# ---- counter_seq_monitor ----
[src/rtl/counter_mon_pkg.sv]
// Shared types and default sizes for the counter sequence monitor.
package counter_mon_pkg;

    typedef enum logic [1:0] {
        HUNT  = 2'd0,
        LOCK  = 2'd1,
        FAULT = 2'd2
    } mon_state_t;

    localparam int DEF_WIDTH     = 4;
    localparam int DEF_ERR_CNT_W = 8;

endpackage

[src/rtl/mon_sat_counter.sv]
// Saturating statistics counter. An increment on the same edge as a clear
// yields 1, so a fresh event is never lost to a simultaneous clear.
module mon_sat_counter #(
    parameter int W = 8
) (
    input  logic         clk,
    input  logic         reset,
    input  logic         inc,
    input  logic         clr,
    output logic [W-1:0] count
);

    logic [W-1:0] count_q;
    logic [W-1:0] count_d;

    function automatic logic [W-1:0] sat_inc(input logic [W-1:0] v);
        logic [W-1:0] r;
        r = v;
        if (v != {W{1'b1}}) begin
            r = v + {{(W-1){1'b0}}, 1'b1};
        end
        return r;
    endfunction

    always_comb begin
        count_d = count_q;
        if (clr && inc) begin
            count_d = {{(W-1){1'b0}}, 1'b1};
        end else if (clr) begin
            count_d = '0;
        end else if (inc) begin
            count_d = sat_inc(count_q);
        end
    end

    always_ff @(posedge clk or negedge reset) begin
        if (!reset) begin
            count_q <= '0;
        end else begin
            count_q <= count_d;
        end
    end

    assign count = count_q;

endmodule

[src/rtl/counter_seq_monitor.sv]
// Receive-side checker for a free-running counter stream: predicts the next
// count and flags deviations. Optional macro COUNTER_MON_RESYNC_EN lets FAULT re-seed.
module counter_seq_monitor
    import counter_mon_pkg::*;
#(
    parameter int WIDTH     = DEF_WIDTH,
    parameter int ERR_CNT_W = DEF_ERR_CNT_W
) (
    input  logic                 clk,
    input  logic                 reset,
    input  logic [WIDTH-1:0]     cnt_in,
    input  logic                 cnt_valid,
    input  logic                 sync_clr,
    input  logic                 clr_err,
    output logic                 locked,
    output logic                 mismatch,
    output logic                 err_sticky,
    output logic [ERR_CNT_W-1:0] err_count,
    output logic [ERR_CNT_W-1:0] wrap_count
);

    localparam logic [WIDTH-1:0] ONE = {{(WIDTH-1){1'b0}}, 1'b1};

    mon_state_t       state_q, state_d;
    logic [WIDTH-1:0] exp_q, exp_d;
    logic             mismatch_q, mismatch_d;
    logic             err_sticky_q, err_sticky_d;
    logic             locked_q, locked_d;
    logic             err_inc, wrap_inc;

    always_comb begin
        state_d      = state_q;
        exp_d        = exp_q;
        mismatch_d   = 1'b0;
        err_sticky_d = clr_err ? 1'b0 : err_sticky_q;
        err_inc      = 1'b0;
        wrap_inc     = 1'b0;
        // A clear overrides any comparison; that cycle's sample is ignored.
        if (sync_clr) begin
            exp_d   = '0;
            state_d = LOCK;
        end else if (cnt_valid) begin
            case (state_q)
                HUNT: begin
                    exp_d   = cnt_in + ONE;
                    state_d = LOCK;
                end
                LOCK: begin
                    if (cnt_in == exp_q) begin
                        exp_d    = cnt_in + ONE;
                        wrap_inc = (cnt_in == {WIDTH{1'b1}});
                    end else begin
                        mismatch_d   = 1'b1;
                        err_inc      = 1'b1;
                        err_sticky_d = 1'b1;
                        state_d      = FAULT;
                    end
                end
                FAULT: begin
`ifdef COUNTER_MON_RESYNC_EN
                    exp_d   = cnt_in + ONE;
                    state_d = LOCK;
`else
                    state_d = FAULT;
`endif
                end
                default: state_d = HUNT;
            endcase
        end
        locked_d = (state_d == LOCK);
    end

    always_ff @(posedge clk or negedge reset) begin
        if (!reset) begin
            state_q      <= HUNT;
            exp_q        <= '0;
            mismatch_q   <= 1'b0;
            err_sticky_q <= 1'b0;
            locked_q     <= 1'b0;
        end else begin
            state_q      <= state_d;
            exp_q        <= exp_d;
            mismatch_q   <= mismatch_d;
            err_sticky_q <= err_sticky_d;
            locked_q     <= locked_d;
        end
    end

    mon_sat_counter #(.W(ERR_CNT_W)) u_err_cnt (
        .clk   (clk),
        .reset (reset),
        .inc   (err_inc),
        .clr   (clr_err),
        .count (err_count)
    );

    mon_sat_counter #(.W(ERR_CNT_W)) u_wrap_cnt (
        .clk   (clk),
        .reset (reset),
        .inc   (wrap_inc),
        .clr   (1'b0),
        .count (wrap_count)
    );

    assign locked     = locked_q;
    assign mismatch   = mismatch_q;
    assign err_sticky = err_sticky_q;

endmodule

[config.mk]
export PLATFORM = sky130hd
export DESIGN_NAME = counter_seq_monitor
export DESIGN_NICKNAME = d
export VERILOG_FILES = /design/src/rtl/counter_mon_pkg.sv /design/src/rtl/mon_sat_counter.sv /design/src/rtl/counter_seq_monitor.sv
export SDC_FILE = /design/constraint.sdc
export NUM_CORES = 1
export LEC_CHECK = 0
export ABC_AREA = 1
export CAP_MARGIN = 10
export CORE_AREA = 10 10 69 71
export CTS_BUF_LIST = sky130_fd_sc_hd__clkbuf_16
export DETAILED_ROUTE_END_ITERATION = 7
export DIE_AREA = 0 0 79 81
export GPL_TIMING_DRIVEN = 0
export PLACE_DENSITY = 0.77
export SYNTH_ARGS = -nofsm -noshare
export SYNTH_HDL_FRONTEND = slang
export SYNTH_SLANG_ARGS = --single-unit
[constraint.sdc]
create_clock -name clk -period 1.2 [get_ports clk]
set_input_delay 0.3 -clock clk [delete_from_list [all_inputs] [get_ports clk]]
set_output_delay 0.3 -clock clk [all_outputs]
set_load 0.01 [all_outputs]
# ---- sc_return_stack ----
File: src/rtl/sc_return_stack.sv
// Return-address stack: LIFO of PC+1 values pushed on CALL and popped on RET.
// Provides full/empty/count status and sticky overflow/underflow flags.
module sc_return_stack #(
    parameter int DATAWIDTH_BUS_RAS = 11,
    parameter int DEPTH_RAS         = 8,
    parameter int PTRWIDTH_RAS      = 3
) (
    input  logic                         SC_RAS_CLOCK_50,
    input  logic                         SC_RAS_RESET_InHigh,
    input  logic                         RAS_PUSH_InHigh,
    input  logic                         RAS_POP_InHigh,
    input  logic                         RAS_CLRERR_InHigh,
    input  logic [DATAWIDTH_BUS_RAS-1:0] RAS_DATA_INPUT,
    output logic [DATAWIDTH_BUS_RAS-1:0] RAS_DATA_OUTPUT,
    output logic [PTRWIDTH_RAS:0]        RAS_COUNT,
    output logic                         RAS_EMPTY_OutHigh,
    output logic                         RAS_FULL_OutHigh,
    output logic                         RAS_OVERFLOW_OutHigh,
    output logic                         RAS_UNDERFLOW_OutHigh
);

    localparam logic [PTRWIDTH_RAS:0]   LP_DEPTH   = (PTRWIDTH_RAS+1)'(DEPTH_RAS);
    localparam logic [PTRWIDTH_RAS:0]   LP_ONE_CNT = (PTRWIDTH_RAS+1)'(1);
    localparam logic [PTRWIDTH_RAS-1:0] LP_ONE_IDX = PTRWIDTH_RAS'(1);

    logic [DATAWIDTH_BUS_RAS-1:0] r_mem [DEPTH_RAS];
    logic [PTRWIDTH_RAS:0]        r_cnt;
    logic                         r_ovf;
    logic                         r_unf;

    logic                    w_empty;
    logic                    w_full;
    logic [PTRWIDTH_RAS-1:0] w_wr_idx;
    logic [PTRWIDTH_RAS-1:0] w_top_idx;
    logic                    w_do_push;
    logic                    w_do_pop;
    logic                    w_do_repl;
    logic                    w_ovf_evt;
    logic                    w_unf_evt;
    logic                    w_mem_we;
    logic [PTRWIDTH_RAS-1:0] w_mem_idx;

    assign w_empty   = (r_cnt == '0);
    assign w_full    = (r_cnt == LP_DEPTH);
    // When full the low bits wrap to 0, so top index still lands on DEPTH-1.
    assign w_wr_idx  = r_cnt[PTRWIDTH_RAS-1:0];
    assign w_top_idx = r_cnt[PTRWIDTH_RAS-1:0] - LP_ONE_IDX;

    assign w_do_push = RAS_PUSH_InHigh & ~RAS_POP_InHigh & ~w_full;
    assign w_do_pop  = RAS_POP_InHigh & ~RAS_PUSH_InHigh & ~w_empty;
    assign w_do_repl = RAS_PUSH_InHigh & RAS_POP_InHigh & ~w_empty;
    assign w_ovf_evt = RAS_PUSH_InHigh & ~RAS_POP_InHigh & w_full;
    assign w_unf_evt = RAS_POP_InHigh & w_empty;

    assign w_mem_we  = w_do_push | w_do_repl;
    assign w_mem_idx = w_do_push ? w_wr_idx : w_top_idx;

    // Array is not reset; its contents are only visible through a nonzero count.
    always_ff @(posedge SC_RAS_CLOCK_50) begin
        if (w_mem_we) begin
            r_mem[w_mem_idx] <= RAS_DATA_INPUT;
        end
    end

    always_ff @(posedge SC_RAS_CLOCK_50 or posedge SC_RAS_RESET_InHigh) begin
        if (SC_RAS_RESET_InHigh) begin
            r_cnt <= '0;
            r_ovf <= 1'b0;
            r_unf <= 1'b0;
        end else begin
            if (w_do_push) begin
                r_cnt <= r_cnt + LP_ONE_CNT;
            end else if (w_do_pop) begin
                r_cnt <= r_cnt - LP_ONE_CNT;
            end
            // An error event on the same edge as a clear leaves the flag set.
            r_ovf <= (r_ovf & ~RAS_CLRERR_InHigh) | w_ovf_evt;
            r_unf <= (r_unf & ~RAS_CLRERR_InHigh) | w_unf_evt;
        end
    end

    assign RAS_DATA_OUTPUT       = w_empty ? '0 : r_mem[w_top_idx];
    assign RAS_COUNT             = r_cnt;
    assign RAS_EMPTY_OutHigh     = w_empty;
    assign RAS_FULL_OutHigh      = w_full;
    assign RAS_OVERFLOW_OutHigh  = r_ovf;
    assign RAS_UNDERFLOW_OutHigh = r_unf;

endmodule

File: config.mk
export PLATFORM = sky130hd
export DESIGN_NAME = sc_return_stack
export DESIGN_NICKNAME = d
export VERILOG_FILES = /design/src/rtl/sc_return_stack.sv
export SDC_FILE = /design/constraint.sdc
export NUM_CORES = 1
export LEC_CHECK = 0
export CORE_ASPECT_RATIO = 2
export CORE_MARGIN = 2
export CORE_UTILIZATION = 52
export DETAILED_ROUTE_END_ITERATION = 8
export PLACE_DENSITY = 0.84
export SYNTH_ARGS = -nofsm -noshare
export SYNTH_HDL_FRONTEND = slang
export SYNTH_SLANG_ARGS = --single-unit
File: constraint.sdc
create_clock -name SC_RAS_CLOCK_50 -period 6.5 [get_ports SC_RAS_CLOCK_50]
set_input_delay 1.625 -clock SC_RAS_CLOCK_50 [delete_from_list [all_inputs] [get_ports SC_RAS_CLOCK_50]]
set_output_delay 1.625 -clock SC_RAS_CLOCK_50 [all_outputs]
set_load 0.02 [all_outputs]
Figure 1. Register map, names as in the netlist (sc_return_stack).
Scale bar: 20 um. Other sequential cells in the stronger grey, the rest of the logic in the fainter grey.
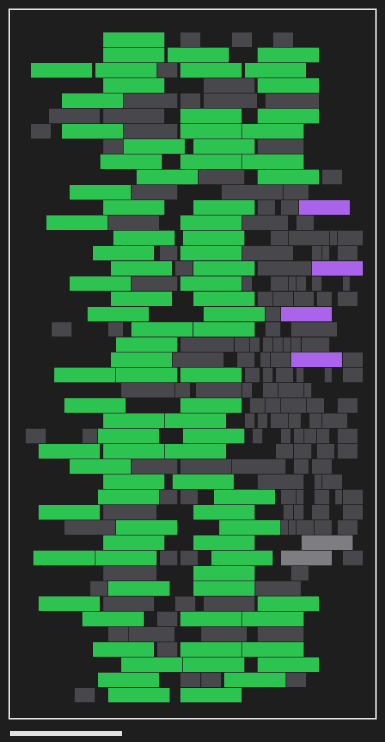
Key: green = r_mem [placed flops 88]; purple = RAS_COUNT [placed flops 4, where middle right]
Another 2 sequential cells are not coloured.
flop share of the area: 0.5989
seq pwr: 0.815 mW
Sequential cell area: 2793 um2
final core occ: 0.6417

==> qor.txt, sc_return_stack <==
Synthesized Nets = 212
DR vias = 1,975
Die Wd = 65.18 um
Distinct lib cells = 34
Int Power = 1.660 mW
Peak VDD IR = 0.3093 mV
Comb gate area = 1002 um2
Syn-to-layout area delta = 19.80%
Wire per inst = 21.33 um
MI comb cells = 84
CTS Buf Count = 9
Fa+ha+maj area frac = 0.01479
Max FFs per register = 88
Final setup violation count = 0
Final min period = 5.123 ns
WP data required = 4.88 ns
Top cells excl fill/tap = edfxtp_1 (88), clkdlybuf4s50_1 (34), mux4_2 (13), a22o_1 (13)
Worst path depth = 8
Synthesized area = 3892 um2
YS warnings = 0
Status = completed
WL met3 = 289 um
Figure 2. Cell placement (counter_seq_monitor).
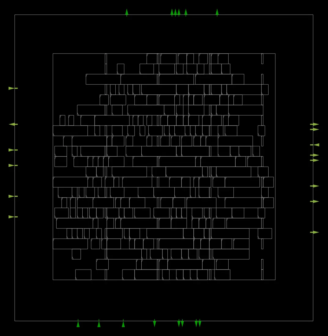
flop share of the area: 0.2649
Seq cells: 25
# rows: 22

==> qor.txt, counter_seq_monitor <==
Status = complete, but fails checks
Number of max-cap violations = 0
Post-route setup slack = -0.2099 ns
Fin crit share = 1.175
CTS Buf Count = 3
Failing checks = setup timing
Hold Buf Count CTS = 0
Ant diodes = 0
Final setup violation count = 24
Share of cells above drive strength 1 = 0.5176
Final core occ = 0.6836
Sequential cell area = 638.1 um2
Distinct lib cells = 27
Inverters = 27
Combinational Power Share = 0.199

## Gallery

Cells by drive strength.
Scale bar: 20 um.
shot_01.png
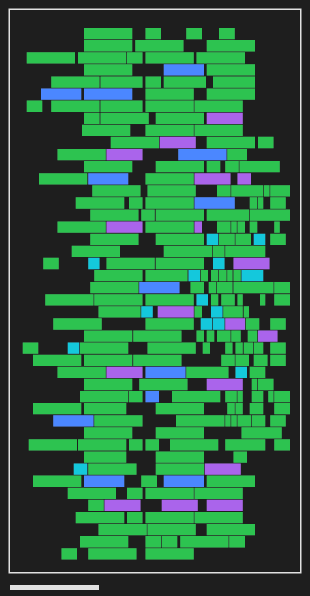
shot_02.png
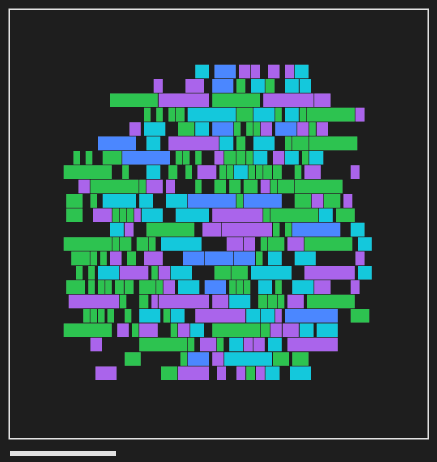
| from | picture |
|---|---|
| counter_seq_monitor | shot_02.png |
| sc_return_stack | shot_01.png |

Key to shot_02.png:
Key: cyan = drive 3 to 4 [cells 50]; purple = drive 2 [cells 67]; green = drive 1 or less [cells 123]; blue = drive 6 and up [cells 15]



==> screenshots <==
Routed metal per tile.
panel A
13 x 25 tiles, from dark blue (low) to red (high), scaled to the fullest tile. Values are wire area over tile area, all layers added.
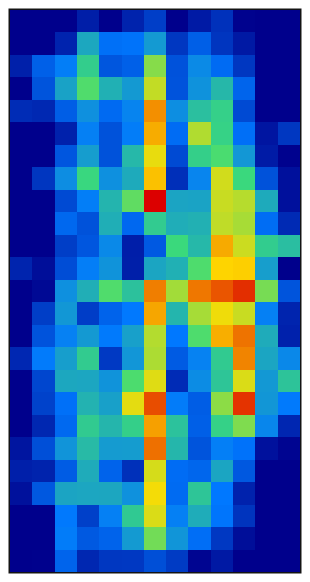
panel B
16 x 16 tiles, from dark blue (low) to red (high), scaled to the fullest tile. Values are wire area over tile area, all layers added.
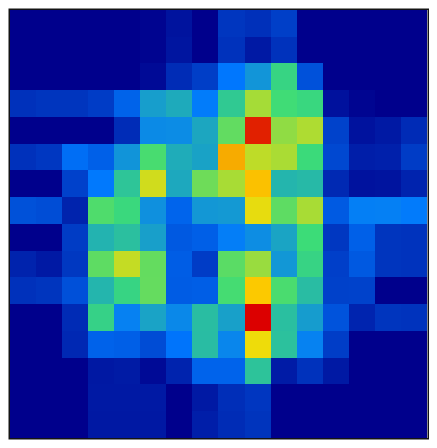
sc_return_stack is panel A.
counter_seq_monitor is panel B.

No activity file was given, so power comes from the tool's default toggle rates.
